# block 1

[src/rtl/pipe_hazard_ctrl_if.sv]
// Decode-side control bus between the pipeline datapath and the hazard controller.
interface pipe_hazard_ctrl_if #(
  parameter int unsigned CNT_W = 16
);
  logic [31:0]      ins_id;
  logic             id_valid;
  logic             ex_branch_taken;
  logic             wb_we;
  logic [4:0]       wb_addr;
  logic             stall_if;
  logic             bubble_id;
  logic             flush_if;
  logic             halt_f;
  logic             halted;
  logic [31:0]      busy;
  logic [CNT_W-1:0] stall_cnt;
  logic [CNT_W-1:0] flush_cnt;

  modport master (
    output ins_id, id_valid, ex_branch_taken, wb_we, wb_addr,
    input  stall_if, bubble_id, flush_if, halt_f, halted, busy, stall_cnt, flush_cnt
  );

  modport slave (
    input  ins_id, id_valid, ex_branch_taken, wb_we, wb_addr,
    output stall_if, bubble_id, flush_if, halt_f, halted, busy, stall_cnt, flush_cnt
  );
endinterface

[src/rtl/pipe_hazard_ctrl.sv]
// Pipeline sequencing controller: register scoreboard, stall/bubble/flush
// generation for the instruction in IF/ID, and HLT drain-then-freeze sequencing.
module pipe_hazard_ctrl #(
  parameter int unsigned DRAIN_CYCLES = 3,
  parameter int unsigned CNT_W        = 16
) (
  input logic               clk,
  input logic               rst,
  pipe_hazard_ctrl_if.slave bus
);

  localparam int unsigned DW = (DRAIN_CYCLES < 1) ? 1 : $clog2(DRAIN_CYCLES + 1);

  localparam logic [5:0] OP_LW    = 6'b000001;
  localparam logic [5:0] OP_SW    = 6'b000010;
  localparam logic [5:0] OP_ADD   = 6'b000011;
  localparam logic [5:0] OP_SUB   = 6'b000100;
  localparam logic [5:0] OP_AND   = 6'b000101;
  localparam logic [5:0] OP_OR    = 6'b000110;
  localparam logic [5:0] OP_MUL   = 6'b000111;
  localparam logic [5:0] OP_SLT   = 6'b001000;
  localparam logic [5:0] OP_ADDI  = 6'b001001;
  localparam logic [5:0] OP_SUBI  = 6'b001010;
  localparam logic [5:0] OP_SLTI  = 6'b001011;
  localparam logic [5:0] OP_BEQZ  = 6'b001100;
  localparam logic [5:0] OP_BNEQZ = 6'b001101;

  typedef enum logic [1:0] {
    RUN    = 2'd0,
    DRAIN  = 2'd1,
    HALTED = 2'd2
  } state_t;

  state_t           state, state_next;
  logic [DW-1:0]    drain_cnt, drain_next;
  logic [31:0]      busy, busy_next;
  logic [CNT_W-1:0] stall_cnt, flush_cnt;

  logic [5:0] opcode;
  logic [4:0] rs, rt, rd;
  logic [4:0] dest;
  logic       use_rs, use_rt, is_hlt;
  logic       hazard_c, stall_c, bubble_c, flush_c, halt_c, issue_c;
  logic       unused_bits;

  assign opcode      = bus.ins_id[31:26];
  assign rs          = bus.ins_id[25:21];
  assign rt          = bus.ins_id[20:16];
  assign rd          = bus.ins_id[15:11];
  assign unused_bits = ^bus.ins_id[10:0];

  // Operand usage and destination per opcode class; unknown opcodes act as HLT.
  always_comb begin
    use_rs = 1'b0;
    use_rt = 1'b0;
    dest   = 5'd0;
    is_hlt = 1'b0;
    case (opcode)
      OP_ADD, OP_SUB, OP_AND, OP_OR, OP_MUL, OP_SLT: begin
        use_rs = 1'b1;
        use_rt = 1'b1;
        dest   = rd;
      end
      OP_ADDI, OP_SUBI, OP_SLTI, OP_LW: begin
        use_rs = 1'b1;
        dest   = rt;
      end
      OP_SW: begin
        use_rs = 1'b1;
        use_rt = 1'b1;
      end
      OP_BEQZ, OP_BNEQZ: begin
        use_rs = 1'b1;
      end
      default: begin
        is_hlt = 1'b1;
      end
    endcase
  end

  // RAW hazard against the registered scoreboard only (no WB bypass).
  assign hazard_c = bus.id_valid &
                    ((use_rs & (rs != 5'd0) & busy[rs]) |
                     (use_rt & (rt != 5'd0) & busy[rt]));

  // Next-state and per-cycle control priority: flush, hazard, issue.
  always_comb begin
    state_next = state;
    drain_next = drain_cnt;
    stall_c    = 1'b0;
    bubble_c   = 1'b0;
    flush_c    = 1'b0;
    halt_c     = 1'b0;
    issue_c    = 1'b0;
    case (state)
      RUN: begin
        if (bus.ex_branch_taken) begin
          flush_c  = 1'b1;
          bubble_c = 1'b1;
        end else if (hazard_c) begin
          stall_c  = 1'b1;
          bubble_c = 1'b1;
        end else if (bus.id_valid) begin
          issue_c = 1'b1;
          if (is_hlt) begin
            state_next = DRAIN;
            drain_next = DW'(DRAIN_CYCLES);
          end
        end
      end
      DRAIN: begin
        stall_c  = 1'b1;
        bubble_c = 1'b1;
        if (drain_cnt <= DW'(1)) begin
          state_next = HALTED;
          drain_next = DW'(0);
        end else begin
          drain_next = drain_cnt - DW'(1);
        end
      end
      HALTED: begin
        stall_c  = 1'b1;
        bubble_c = 1'b1;
        halt_c   = 1'b1;
      end
      default: begin
        state_next = RUN;
        drain_next = DW'(0);
      end
    endcase
  end

  // Scoreboard update: WB clear first so a same-cycle issue set wins.
  always_comb begin
    busy_next = busy;
    if (bus.wb_we && (bus.wb_addr != 5'd0)) begin
      busy_next[bus.wb_addr] = 1'b0;
    end
    if (issue_c && (dest != 5'd0)) begin
      busy_next[dest] = 1'b1;
    end
    busy_next[0] = 1'b0;
  end

  // FSM state and drain counter.
  always_ff @(posedge clk or negedge rst) begin
    if (!rst) begin
      state     <= RUN;
      drain_cnt <= DW'(0);
    end else begin
      state     <= state_next;
      drain_cnt <= drain_next;
    end
  end

  // Register scoreboard.
  always_ff @(posedge clk or negedge rst) begin
    if (!rst) begin
      busy <= 32'd0;
    end else begin
      busy <= busy_next;
    end
  end

  // Saturating performance counters for RUN hazard stalls and taken flushes.
  always_ff @(posedge clk or negedge rst) begin
    if (!rst) begin
      stall_cnt <= CNT_W'(0);
      flush_cnt <= CNT_W'(0);
    end else begin
      if ((state == RUN) && stall_c && (stall_cnt != {CNT_W{1'b1}})) begin
        stall_cnt <= stall_cnt + CNT_W'(1);
      end
      if (flush_c && (flush_cnt != {CNT_W{1'b1}})) begin
        flush_cnt <= flush_cnt + CNT_W'(1);
      end
    end
  end

  // Controls are forced low while reset is held, whatever the inputs do.
  assign bus.stall_if  = rst & stall_c;
  assign bus.bubble_id = rst & bubble_c;
  assign bus.flush_if  = rst & flush_c;
  assign bus.halt_f    = rst & halt_c;
  assign bus.halted    = rst & halt_c;
  assign bus.busy      = busy;
  assign bus.stall_cnt = stall_cnt;
  assign bus.flush_cnt = flush_cnt;

endmodule

[src/flat_wrapper.sv]
// flat-port wrapper written by rule: the top's interface ports become plain ports
module pipe_hazard_ctrl_flat 
#(
  parameter int unsigned DRAIN_CYCLES = 3,
  parameter int unsigned CNT_W        = 16
)
  (clk, rst, bus_ins_id, bus_id_valid, bus_ex_branch_taken, bus_wb_we, bus_wb_addr, bus_stall_if, bus_bubble_id, bus_flush_if, bus_halt_f, bus_halted, bus_busy, bus_stall_cnt, bus_flush_cnt);
  pipe_hazard_ctrl_if #(.CNT_W(CNT_W)) bus_i ();
  input logic clk;
  input logic rst;
  input wire logic [$bits(bus_i.ins_id)-1:0] bus_ins_id;
  input wire logic [$bits(bus_i.id_valid)-1:0] bus_id_valid;
  input wire logic [$bits(bus_i.ex_branch_taken)-1:0] bus_ex_branch_taken;
  input wire logic [$bits(bus_i.wb_we)-1:0] bus_wb_we;
  input wire logic [$bits(bus_i.wb_addr)-1:0] bus_wb_addr;
  output wire logic [$bits(bus_i.stall_if)-1:0] bus_stall_if;
  output wire logic [$bits(bus_i.bubble_id)-1:0] bus_bubble_id;
  output wire logic [$bits(bus_i.flush_if)-1:0] bus_flush_if;
  output wire logic [$bits(bus_i.halt_f)-1:0] bus_halt_f;
  output wire logic [$bits(bus_i.halted)-1:0] bus_halted;
  output wire logic [$bits(bus_i.busy)-1:0] bus_busy;
  output wire logic [$bits(bus_i.stall_cnt)-1:0] bus_stall_cnt;
  output wire logic [$bits(bus_i.flush_cnt)-1:0] bus_flush_cnt;
  assign bus_i.ins_id = bus_ins_id;
  assign bus_i.id_valid = bus_id_valid;
  assign bus_i.ex_branch_taken = bus_ex_branch_taken;
  assign bus_i.wb_we = bus_wb_we;
  assign bus_i.wb_addr = bus_wb_addr;
  assign bus_stall_if = bus_i.stall_if;
  assign bus_bubble_id = bus_i.bubble_id;
  assign bus_flush_if = bus_i.flush_if;
  assign bus_halt_f = bus_i.halt_f;
  assign bus_halted = bus_i.halted;
  assign bus_busy = bus_i.busy;
  assign bus_stall_cnt = bus_i.stall_cnt;
  assign bus_flush_cnt = bus_i.flush_cnt;
  pipe_hazard_ctrl #(.DRAIN_CYCLES(DRAIN_CYCLES), .CNT_W(CNT_W)) u_core (.clk(clk), .rst(rst), .bus(bus_i));
endmodule
[config.mk]
export PLATFORM = sky130hd
export DESIGN_NAME = pipe_hazard_ctrl_flat
export DESIGN_NICKNAME = d
export VERILOG_FILES = /design/src/rtl/pipe_hazard_ctrl_if.sv /design/src/rtl/pipe_hazard_ctrl.sv /design/src/flat_wrapper.sv
export SDC_FILE = /design/constraint.sdc
export NUM_CORES = 1
export LEC_CHECK = 0
export ABC_AREA = 0
export ABC_CLOCK_PERIOD_IN_PS = 4120
export CAP_MARGIN = 20
export CORE_MARGIN = 2
export CORE_UTILIZATION = 52
export DETAILED_ROUTE_END_ITERATION = 16
export PLACE_DENSITY = 0.85
export SETUP_SLACK_MARGIN = 0.5
export SKIP_LAST_GASP = 1
export SLEW_MARGIN = 5
export SYNTH_ARGS = -nofsm -noshare
export SYNTH_HDL_FRONTEND = slang
export SYNTH_SLANG_ARGS = --single-unit
[constraint.sdc]
create_clock -name clk -period 4.12 [get_ports clk]
set_input_delay 0.618 -clock clk [delete_from_list [all_inputs] [get_ports clk]]
set_output_delay 0.618 -clock clk [all_outputs]
set_load 0.005 [all_outputs]
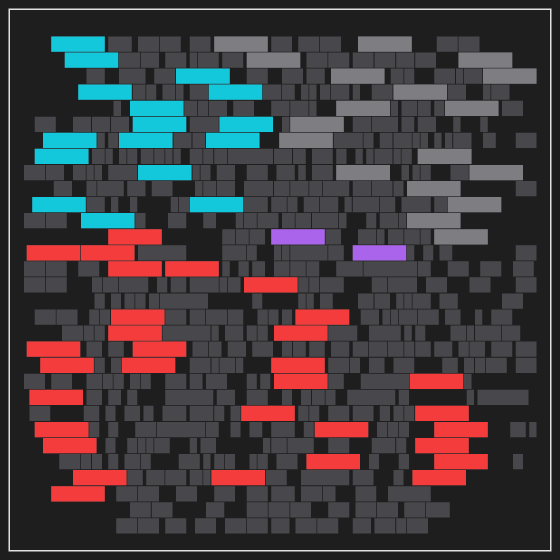
Block 1: register map, names as in the netlist
Other sequential cells in the stronger gray, the rest of the logic in the fainter gray.
u_core.bus.busy -> red  # flops 31
u_core.bus.stall_cnt -> cyan  # flops 16
u_core.state -> purple  # flops 2
not colored = 18
fraction of area in registers: 0.318
FF/Latch Area: 0.00168 mm²
sequential power: 0.657 mW

==> metrics.yaml <==
timing.slew.headroom: 0.363
lay_top_count: "clkdlybuf4s50_1"
drtIter0Drc: 384
syn_inst: 403
grt_pass1_vias: 3647
simple_gate_share: 0.200
yosys_warnings: 0
grtUsageMet1: 0.379
logic_gate_count: 311
nonClockInverterCount: 8
edf_count: 0
regMostFlops: "u_core.bus.busy"
routed_wl_um: 11600
synthMuxAreaShare: 0.0982
vias: 3743
setup-violations-final: 0
setup_slack_ns: 0.591
ys_seq_frac: 0.422
fmax_ghz: 0.283
endpoint: "bus_bubble_id"
r2r_cells: 8
stdcell_area_mm2: 0.00527
p_seq_frac: 0.521
path_cells: "dlygate4sd2_1, mux4_2, or4b_1, o211ai_1, or4b_1, nand2_1, a311oi_1, nor3b_1, dlygate4sd2_1"
diodes: 0
post_cts_hold_buffer_count: 0
synth.most_common_cell: "dfrtp_1"
fp.dieH_um: 91.4
layout_top_cells: "clkdlybuf4s50_1 (87), dfrtp_1 (67), o21ai_0 (54)"
pin_count: 111
start_kind: "primary input"
power.leakage_nw: 2.12
final_util: 0.718
portBuffers: 98
top_regs: "u_core.bus.busy: 31 flops, u_core.bus.flush_cnt: 16 flops, u_core.bus.stall_cnt: 16 flops"
worstMarginPinSlew_ns: 0.955
grt_usage: 0.282
synth_flops: 67
tool_warnings: 40
coreArea_mm2: 0.00733
seq_cell_count: 67
ys_sh_aoi: 0.165
status: "completed"
comb_area_mm2: 0.00221
rsz0062_at_grt: "false"
yosys-stat-cells: 403
cts-root-buf: "clkbuf_8"
clk_pin_slew_ns: 0.07
cts_buffers: 9
cp_slowest_cell: "or4b_1"
grt_use_met2: 0.453

# block 2

Block 2, metal 1:
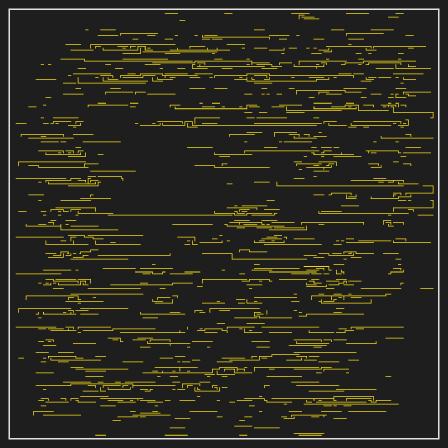
Block 2, routing congestion:
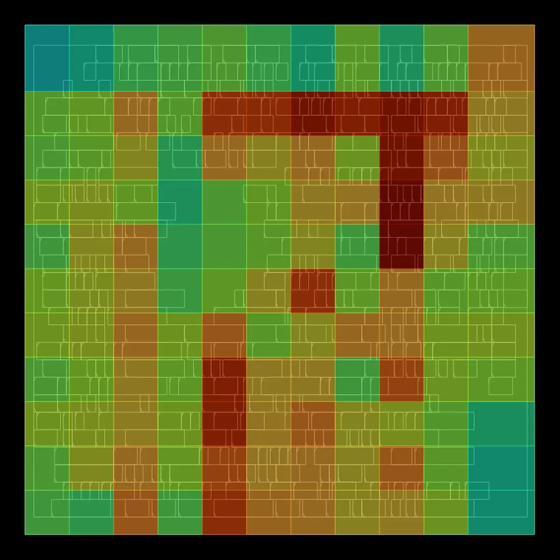
`config.mk`:
```
export PLATFORM = sky130hd
export DESIGN_NAME = dpram_wr_arbiter_ctrl
export DESIGN_NICKNAME = d
export VERILOG_FILES = /design/src/rtl/dpram_wr_arbiter_ctrl.sv
export SDC_FILE = /design/constraint.sdc
export NUM_CORES = 1
export LEC_CHECK = 0
export ABC_AREA = 1
export CORE_UTILIZATION = 35
export CTS_CLUSTER_DIAMETER = 60
export DETAILED_ROUTE_END_ITERATION = 6
export PLACE_DENSITY = 0.91
export SYNTH_ARGS = -nofsm -noshare
export SYNTH_HDL_FRONTEND = slang
export SYNTH_SLANG_ARGS = --single-unit
```
`constraint.sdc`:
```
create_clock -name clk_i -period 2.6 [get_ports clk_i]
set_input_delay 0.65 -clock clk_i [delete_from_list [all_inputs] [get_ports clk_i]]
set_output_delay 0.65 -clock clk_i [all_outputs]
set_load 0.02 [all_outputs]
```
`src/rtl/dpram_wr_arbiter_ctrl.sv`:
```
// FIFO controller for an external simple dual-port RAM: round-robin write arbitration between
// two requesters and a prefetching valid/ready output register on the read side.
module dpram_wr_arbiter_ctrl #(
    parameter int unsigned DATA_WIDTH = 32,
    parameter int unsigned ADDR_WIDTH = 1
) (
    input  logic                  clk_i,
    input  logic                  rst_ni,
    input  logic                  s0_valid_i,
    input  logic [DATA_WIDTH-1:0] s0_data_i,
    output logic                  s0_ready_o,
    input  logic                  s1_valid_i,
    input  logic [DATA_WIDTH-1:0] s1_data_i,
    output logic                  s1_ready_o,
    output logic                  m_valid_o,
    output logic [DATA_WIDTH-1:0] m_data_o,
    output logic                  m_src_o,
    input  logic                  m_ready_i,
    output logic [ADDR_WIDTH:0]   level_o,
    output logic                  ram_wren_o,
    output logic [ADDR_WIDTH-1:0] ram_wraddress_o,
    output logic [DATA_WIDTH-1:0] ram_data_o,
    output logic [ADDR_WIDTH-1:0] ram_rdaddress_o,
    input  logic [DATA_WIDTH-1:0] ram_q_i
);

    localparam int unsigned Depth = 1 << ADDR_WIDTH;
    localparam logic [ADDR_WIDTH:0] LevelFull = {1'b1, {ADDR_WIDTH{1'b0}}};

    logic [ADDR_WIDTH-1:0] wr_ptr_q, wr_ptr_d;
    logic [ADDR_WIDTH-1:0] rd_ptr_q, rd_ptr_d;
    logic [ADDR_WIDTH:0]   level_q, level_d;
    logic                  prio_q, prio_d;
    logic                  fetch_pend_q, fetch_pend_d;
    logic                  tag_pend_q, tag_pend_d;
    logic [Depth-1:0]      src_tag_q, src_tag_d;
    logic                  m_valid_q, m_valid_d;
    logic [DATA_WIDTH-1:0] m_data_q, m_data_d;
    logic                  m_src_q, m_src_d;

    logic full, grant0, grant1, grant, fetch;

    // Grants are gated by reset so every output reads 0 while rst_ni is held low.
    assign full   = (level_q == LevelFull);
    assign grant0 = rst_ni & ~full & s0_valid_i & (~prio_q | ~s1_valid_i);
    assign grant1 = rst_ni & ~full & s1_valid_i & (prio_q | ~s0_valid_i);
    assign grant  = grant0 | grant1;
    assign fetch  = (level_q != '0) & ~fetch_pend_q & (~m_valid_q | m_ready_i);

    always_comb begin
        wr_ptr_d     = wr_ptr_q;
        rd_ptr_d     = rd_ptr_q;
        level_d      = level_q;
        prio_d       = prio_q;
        fetch_pend_d = fetch_pend_q;
        tag_pend_d   = tag_pend_q;
        src_tag_d    = src_tag_q;
        m_valid_d    = m_valid_q;
        m_data_d     = m_data_q;
        m_src_d      = m_src_q;

        if (grant) begin
            wr_ptr_d            = wr_ptr_q + ADDR_WIDTH'(1);
            prio_d              = grant0;
            src_tag_d[wr_ptr_q] = grant1;
        end

        // Capture and fetch are mutually exclusive since fetch needs !fetch_pend.
        if (fetch_pend_q) begin
            m_data_d     = ram_q_i;
            m_src_d      = tag_pend_q;
            m_valid_d    = 1'b1;
            fetch_pend_d = 1'b0;
        end else if (m_valid_q && m_ready_i) begin
            m_valid_d = 1'b0;
        end

        if (fetch) begin
            rd_ptr_d     = rd_ptr_q + ADDR_WIDTH'(1);
            fetch_pend_d = 1'b1;
            tag_pend_d   = src_tag_q[rd_ptr_q];
        end

        if (grant && !fetch) begin
            level_d = level_q + (ADDR_WIDTH + 1)'(1);
        end else if (!grant && fetch) begin
            level_d = level_q - (ADDR_WIDTH + 1)'(1);
        end
    end

    always_ff @(posedge clk_i or negedge rst_ni) begin
        if (!rst_ni) begin
            wr_ptr_q     <= '0;
            rd_ptr_q     <= '0;
            level_q      <= '0;
            prio_q       <= 1'b0;
            fetch_pend_q <= 1'b0;
            tag_pend_q   <= 1'b0;
            src_tag_q    <= '0;
            m_valid_q    <= 1'b0;
            m_data_q     <= '0;
            m_src_q      <= 1'b0;
        end else begin
            wr_ptr_q     <= wr_ptr_d;
            rd_ptr_q     <= rd_ptr_d;
            level_q      <= level_d;
            prio_q       <= prio_d;
            fetch_pend_q <= fetch_pend_d;
            tag_pend_q   <= tag_pend_d;
            src_tag_q    <= src_tag_d;
            m_valid_q    <= m_valid_d;
            m_data_q     <= m_data_d;
            m_src_q      <= m_src_d;
        end
    end

    assign s0_ready_o      = grant0;
    assign s1_ready_o      = grant1;
    assign ram_wren_o      = grant;
    assign ram_wraddress_o = wr_ptr_q;
    assign ram_data_o      = grant0 ? s0_data_i : (grant1 ? s1_data_i : '0);
    assign ram_rdaddress_o = rd_ptr_q;
    assign level_o         = level_q;
    assign m_valid_o       = m_valid_q;
    assign m_data_o        = m_data_q;
    assign m_src_o         = m_src_q;

endmodule

```
==> metrics.yaml <==
switching_power_mw: 1.70
yosys-stat-cells: 291
setup_slack_ns: 0.0906
clkPwrFrac: 0.133
synth_area_mm2: 0.00209
flop_area_mm2: 0.00108
power_mw: 4.04
cts_buffers: 5
crit_top_cell: "nand2_1"
worst-path-max-fanout: 12
comb_area_um2: 928
r2r_start: "level_o[0]"
comb_area_share: 0.233
die-area_mm2: 0.00629
clk_share: 0.0288
simple_gate_share: 0.399
clock_path_buffers: 2
yosysTopAreaCellShare: 0.514
tns_ns: 0
tapCellCount: 72
setup-violations-final: 0
die_x_um: 79.3
tool_warnings: 26
critPathRequiredTime_ns: 1.95
area_leaders: "dfrtp_1 (51%), nand2_1 (38%), xnor2_1 (1.3%)"
hold_viol: 0
syn_nets: 393
finalCritPeriodShare: 0.965
rsz0062_at_grt: "false"
status: "completed"
ys_sh_aoi: 0.0197
place_area_mm2: 0.00393
num_rows: 27
route.met2.wl_um: 3820
Notes on 'metal 1' of block 2 above:
wire length on this layer = 2730 µm
share of all routed wire = 37%
longest straight run = 23.5 µm
nets with wire on the layer = 482
main direction = horizontal
WL final: 7300 µm
met1 Usage GRT: 0.259
detailed-route via count: 2480

Notes on 'routing congestion' of block 2 above:
All-Layer GR Usage: 0.235
met3 global-route usage: 0.0621
Global Route met2 Usage: 0.420


# block 3

==> config.mk <==
export PLATFORM = sky130hd
export DESIGN_NAME = microstore_sequencer_flat
export DESIGN_NICKNAME = d
export VERILOG_FILES = /design/src/rtl/microstore_sequencer_if.sv /design/src/rtl/microstore_sequencer.sv /design/src/flat_wrapper.sv
export SDC_FILE = /design/constraint.sdc
export NUM_CORES = 1
export LEC_CHECK = 0
export ABC_AREA = 1
export CAP_MARGIN = 10
export CORE_MARGIN = 2
export CORE_UTILIZATION = 40
export DETAILED_ROUTE_END_ITERATION = 8
export GPL_TIMING_DRIVEN = 0
export SLEW_MARGIN = 40
export SYNTH_ARGS = -nofsm -noshare
export SYNTH_HDL_FRONTEND = slang
export SYNTH_SLANG_ARGS = --single-unit
==> constraint.sdc <==
create_clock -name clk -period 2.07 [get_ports clk]
set_input_delay 0.414 -clock clk [delete_from_list [all_inputs] [get_ports clk]]
set_output_delay 0.414 -clock clk [all_outputs]
set_load 0.02 [all_outputs]
==> src/rtl/microstore_sequencer_if.sv <==
// Microstore word, encoder and status bundle between the microstore side and the sequencer.
// The sequencer drives only the registered state and status fields; everything else comes from the word and the encoder.
interface microstore_sequencer_if #(
    parameter int STATE_W = 7
);
    logic [2:0]         ns_sel;
    logic [STATE_W-1:0] n_field;
    logic               inv;
    logic               cond;
    logic               moc;
    logic [STATE_W-1:0] decode_state;
    logic               decode_valid;
    logic [STATE_W-1:0] current_state;
    logic [2:0]         stack_depth;
    logic               timeout_err;
    logic               stack_err;
    logic               illegal_op;

    modport master (
        output ns_sel, n_field, inv, cond, moc, decode_state, decode_valid,
        input  current_state, stack_depth, timeout_err, stack_err, illegal_op
    );

    modport slave (
        input  ns_sel, n_field, inv, cond, moc, decode_state, decode_valid,
        output current_state, stack_depth, timeout_err, stack_err, illegal_op
    );
endinterface

==> src/rtl/microstore_sequencer.sv <==
// Microprogram next-state sequencer with a return stack and MOC wait timeout.
// One-cycle registered update of the state; no backpressure, WAIT holds the state until MOC.
module microstore_sequencer #(
    parameter int STATE_W     = 7,
    parameter int STACK_DEPTH = 4,
    parameter int MOC_TIMEOUT = 16,
    parameter int FETCH_STATE = 0,
    parameter int FAULT_STATE = 5
) (
    input logic                   clk,
    input logic                   reset,
    microstore_sequencer_if.slave seq
);
    localparam int DEPTH_W = 3;
    localparam int CNT_W   = $clog2(MOC_TIMEOUT + 1);

    typedef enum logic [2:0] {
        SEL_ENCODE  = 3'd0,
        SEL_JUMP    = 3'd1,
        SEL_INCR    = 3'd2,
        SEL_COND    = 3'd3,
        SEL_WAIT    = 3'd4,
        SEL_CALL    = 3'd5,
        SEL_RETURN  = 3'd6,
        SEL_RESTART = 3'd7
    } sel_e;

    sel_e               sel;
    logic [STATE_W-1:0] state_q, state_d, incr, top;
    logic [DEPTH_W-1:0] depth_q, depth_d;
    logic [CNT_W-1:0]   cnt_q, cnt_d, cnt_inc;
    logic               terr_q, terr_d, serr_q, serr_d, iop_q, iop_d;
    logic               do_push;
    logic [STATE_W-1:0] stack_mem [STACK_DEPTH];

    assign sel     = sel_e'(seq.ns_sel);
    assign incr    = state_q + STATE_W'(1);
    assign cnt_inc = cnt_q + CNT_W'(1);

    always_comb begin
        state_d = incr;
        depth_d = depth_q;
        cnt_d   = '0;
        terr_d  = terr_q;
        serr_d  = serr_q;
        iop_d   = iop_q;
        do_push = 1'b0;
        top     = '0;
        for (int i = 0; i < STACK_DEPTH; i++) begin
            if (depth_q == DEPTH_W'(i + 1)) top = stack_mem[i];
        end
        unique case (sel)
            SEL_ENCODE: begin
                if (seq.decode_valid) begin
                    state_d = seq.decode_state;
                end else begin
                    state_d = STATE_W'(FAULT_STATE);
                    iop_d   = 1'b1;
                end
            end
            SEL_JUMP: state_d = seq.n_field;
            SEL_INCR: state_d = incr;
            SEL_COND: state_d = (seq.cond ^ seq.inv) ? seq.n_field : incr;
            SEL_WAIT: begin
                // Counter counts stalled cycles only; the completing cycle costs nothing extra.
                if (seq.moc ^ seq.inv) begin
                    state_d = incr;
                end else if (cnt_inc == CNT_W'(MOC_TIMEOUT)) begin
                    state_d = STATE_W'(FAULT_STATE);
                    terr_d  = 1'b1;
                end else begin
                    state_d = state_q;
                    cnt_d   = cnt_inc;
                end
            end
            SEL_CALL: begin
                if (depth_q == DEPTH_W'(STACK_DEPTH)) begin
                    state_d = STATE_W'(FAULT_STATE);
                    serr_d  = 1'b1;
                end else begin
                    state_d = seq.n_field;
                    depth_d = depth_q + DEPTH_W'(1);
                    do_push = 1'b1;
                end
            end
            SEL_RETURN: begin
                if (depth_q == '0) begin
                    state_d = STATE_W'(FAULT_STATE);
                    serr_d  = 1'b1;
                end else begin
                    state_d = top;
                    depth_d = depth_q - DEPTH_W'(1);
                end
            end
            SEL_RESTART: begin
                state_d = STATE_W'(FETCH_STATE);
                depth_d = '0;
            end
        endcase
    end

    always_ff @(posedge clk) begin
        if (reset) begin
            state_q <= STATE_W'(FETCH_STATE);
            depth_q <= '0;
            cnt_q   <= '0;
            terr_q  <= 1'b0;
            serr_q  <= 1'b0;
            iop_q   <= 1'b0;
        end else begin
            state_q <= state_d;
            depth_q <= depth_d;
            cnt_q   <= cnt_d;
            terr_q  <= terr_d;
            serr_q  <= serr_d;
            iop_q   <= iop_d;
        end
    end

    // Entries above depth are dead, so the storage itself needs no reset.
    always_ff @(posedge clk) begin
        for (int i = 0; i < STACK_DEPTH; i++) begin
            if (!reset && do_push && depth_q == DEPTH_W'(i)) stack_mem[i] <= incr;
        end
    end

    assign seq.current_state = state_q;
    assign seq.stack_depth   = depth_q;
    assign seq.timeout_err   = terr_q;
    assign seq.stack_err     = serr_q;
    assign seq.illegal_op    = iop_q;
endmodule

==> src/flat_wrapper.sv <==
// flat-port wrapper written by rule: the top's interface ports become plain ports
module microstore_sequencer_flat 
#(
    parameter int STATE_W     = 7,
    parameter int STACK_DEPTH = 4,
    parameter int MOC_TIMEOUT = 16,
    parameter int FETCH_STATE = 0,
    parameter int FAULT_STATE = 5
)
  (clk, reset, seq_ns_sel, seq_n_field, seq_inv, seq_cond, seq_moc, seq_decode_state, seq_decode_valid, seq_current_state, seq_stack_depth, seq_timeout_err, seq_stack_err, seq_illegal_op);
  microstore_sequencer_if #(.STATE_W(STATE_W)) seq_i ();
  input logic clk;
  input logic reset;
  input wire logic [$bits(seq_i.ns_sel)-1:0] seq_ns_sel;
  input wire logic [$bits(seq_i.n_field)-1:0] seq_n_field;
  input wire logic [$bits(seq_i.inv)-1:0] seq_inv;
  input wire logic [$bits(seq_i.cond)-1:0] seq_cond;
  input wire logic [$bits(seq_i.moc)-1:0] seq_moc;
  input wire logic [$bits(seq_i.decode_state)-1:0] seq_decode_state;
  input wire logic [$bits(seq_i.decode_valid)-1:0] seq_decode_valid;
  output wire logic [$bits(seq_i.current_state)-1:0] seq_current_state;
  output wire logic [$bits(seq_i.stack_depth)-1:0] seq_stack_depth;
  output wire logic [$bits(seq_i.timeout_err)-1:0] seq_timeout_err;
  output wire logic [$bits(seq_i.stack_err)-1:0] seq_stack_err;
  output wire logic [$bits(seq_i.illegal_op)-1:0] seq_illegal_op;
  assign seq_i.ns_sel = seq_ns_sel;
  assign seq_i.n_field = seq_n_field;
  assign seq_i.inv = seq_inv;
  assign seq_i.cond = seq_cond;
  assign seq_i.moc = seq_moc;
  assign seq_i.decode_state = seq_decode_state;
  assign seq_i.decode_valid = seq_decode_valid;
  assign seq_current_state = seq_i.current_state;
  assign seq_stack_depth = seq_i.stack_depth;
  assign seq_timeout_err = seq_i.timeout_err;
  assign seq_stack_err = seq_i.stack_err;
  assign seq_illegal_op = seq_i.illegal_op;
  microstore_sequencer #(.STATE_W(STATE_W), .STACK_DEPTH(STACK_DEPTH), .MOC_TIMEOUT(MOC_TIMEOUT), .FETCH_STATE(FETCH_STATE), .FAULT_STATE(FAULT_STATE)) u_core (.clk(clk), .reset(reset), .seq(seq_i));
endmodule
==> metrics.yaml <==
clkPwrFrac: 0.292
status: "completed"
topRoutingLayerUsed: "met4"
slowest_delay_ns: 0.38
post_cts_hold_buffer_count: 0
cp.arrival_ns: 1.97
grtUsageMet1: 0.233
die-area_mm2: 0.00683
numClockSinks: 46
nonClockInverterCount: 42
power.leakage_nw: 1.42
path_buffers: 3
fin_nets: 393
cts-root-buf: "clkbuf_8"
grt_antenna_before_repair: 0
crit_family: "simple AND/OR/NAND/NOR gates"
r2r_slack_ns: 0.14
maxPowerGroup: "registers"
ys_chip_area_mm2: 0.00247
r2r_cells: 8
setup-violations-final: 0
area_delta_synth_final_pct: 24.5
grt_use_met2: 0.294
min_path_cells: 1
fin_cells: 437
synthMuxAreaShare: 0
placedCellCount: 427
synth_area_mm2: 0.00247
num_rows: 28
vias: 2024
antenna_left: 0
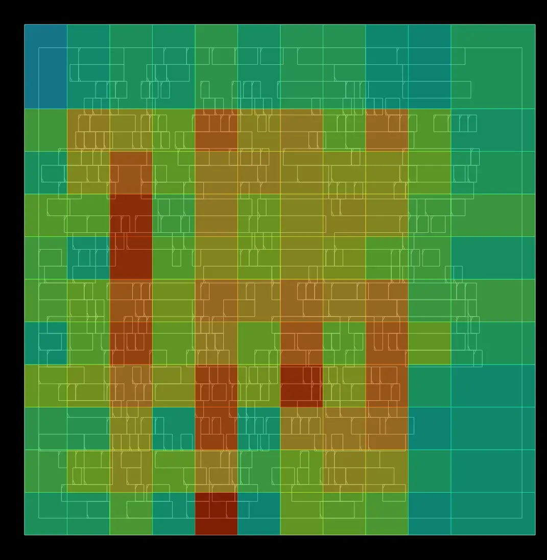
Block 3: routing congestion
GRT busiest layer: met2
met3 global-route usage: 0.0457

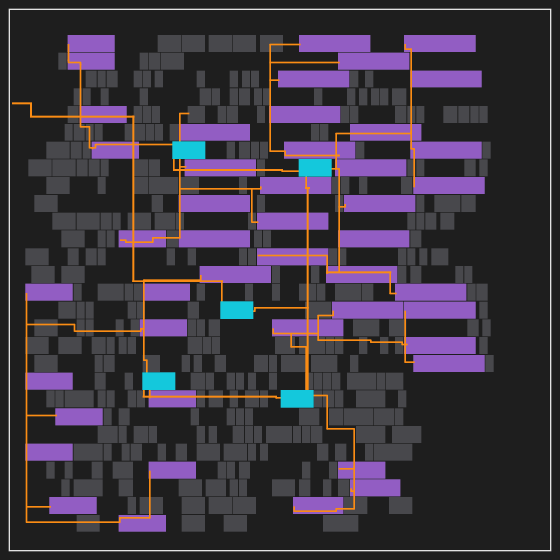
Block 3: clock wires, drivers and flops
clock wires -> orange  # length 586 µm
flip-flops -> purple  # count 46
clock-net drivers -> cyan  # count 5
routed clock nets = 6
flops lie = widely spread
clk latency late pin: 0.31 ns
Clk. pwr: 0.574 mW
skew final: 0.00595 ns

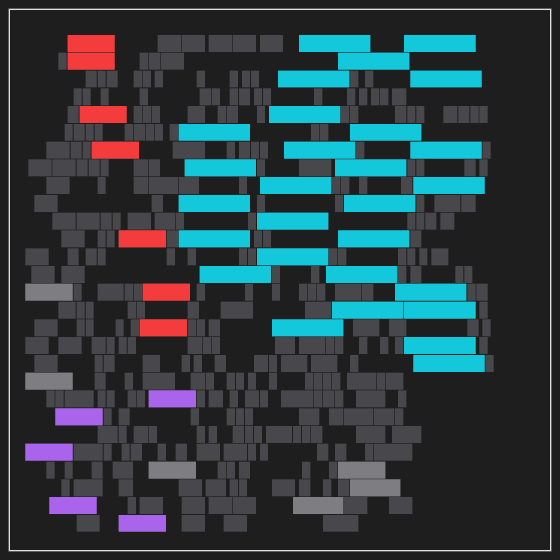
Block 3: register map, names as in the netlist
Other sequential cells in the stronger gray, the rest of the logic in the fainter gray.
u_core.seq.current_state -> red  # flops 7
u_core.cnt_q -> purple  # flops 5, where south-west
u_core.stack_mem -> cyan  # flops 28
utilization after layout: 0.517
FF/Latch Area: 0.00120 mm²



==> screenshots <==
I/O nets highlighted.
The bar under the picture is 20 µm long.
panel A
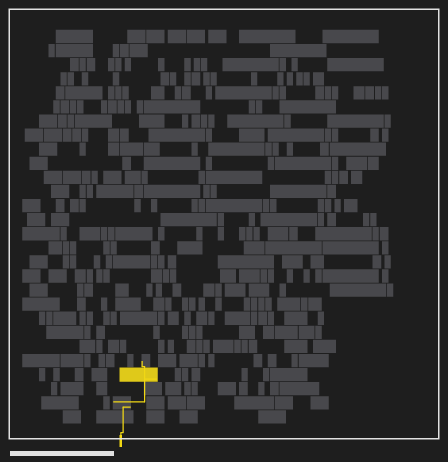
panel B
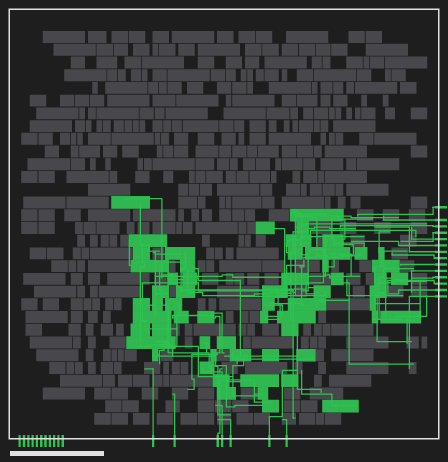
panel C
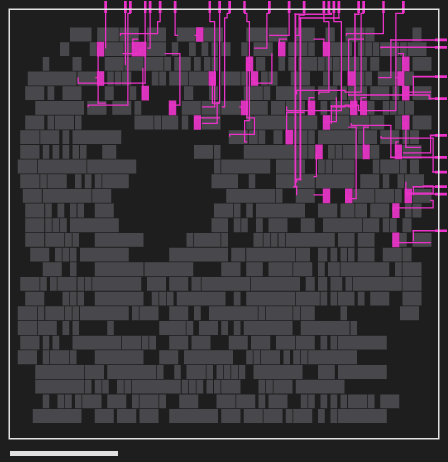
block 2: panel C
block 3: panel A
block 1: panel B
Of these, fewest cells: panel A

Key to panel B:
bus_ins_id -> green  # bits 32, direction input, end cells 75, buffers 28, wire 1460 µm

Power and IR drop assume default switching activity.
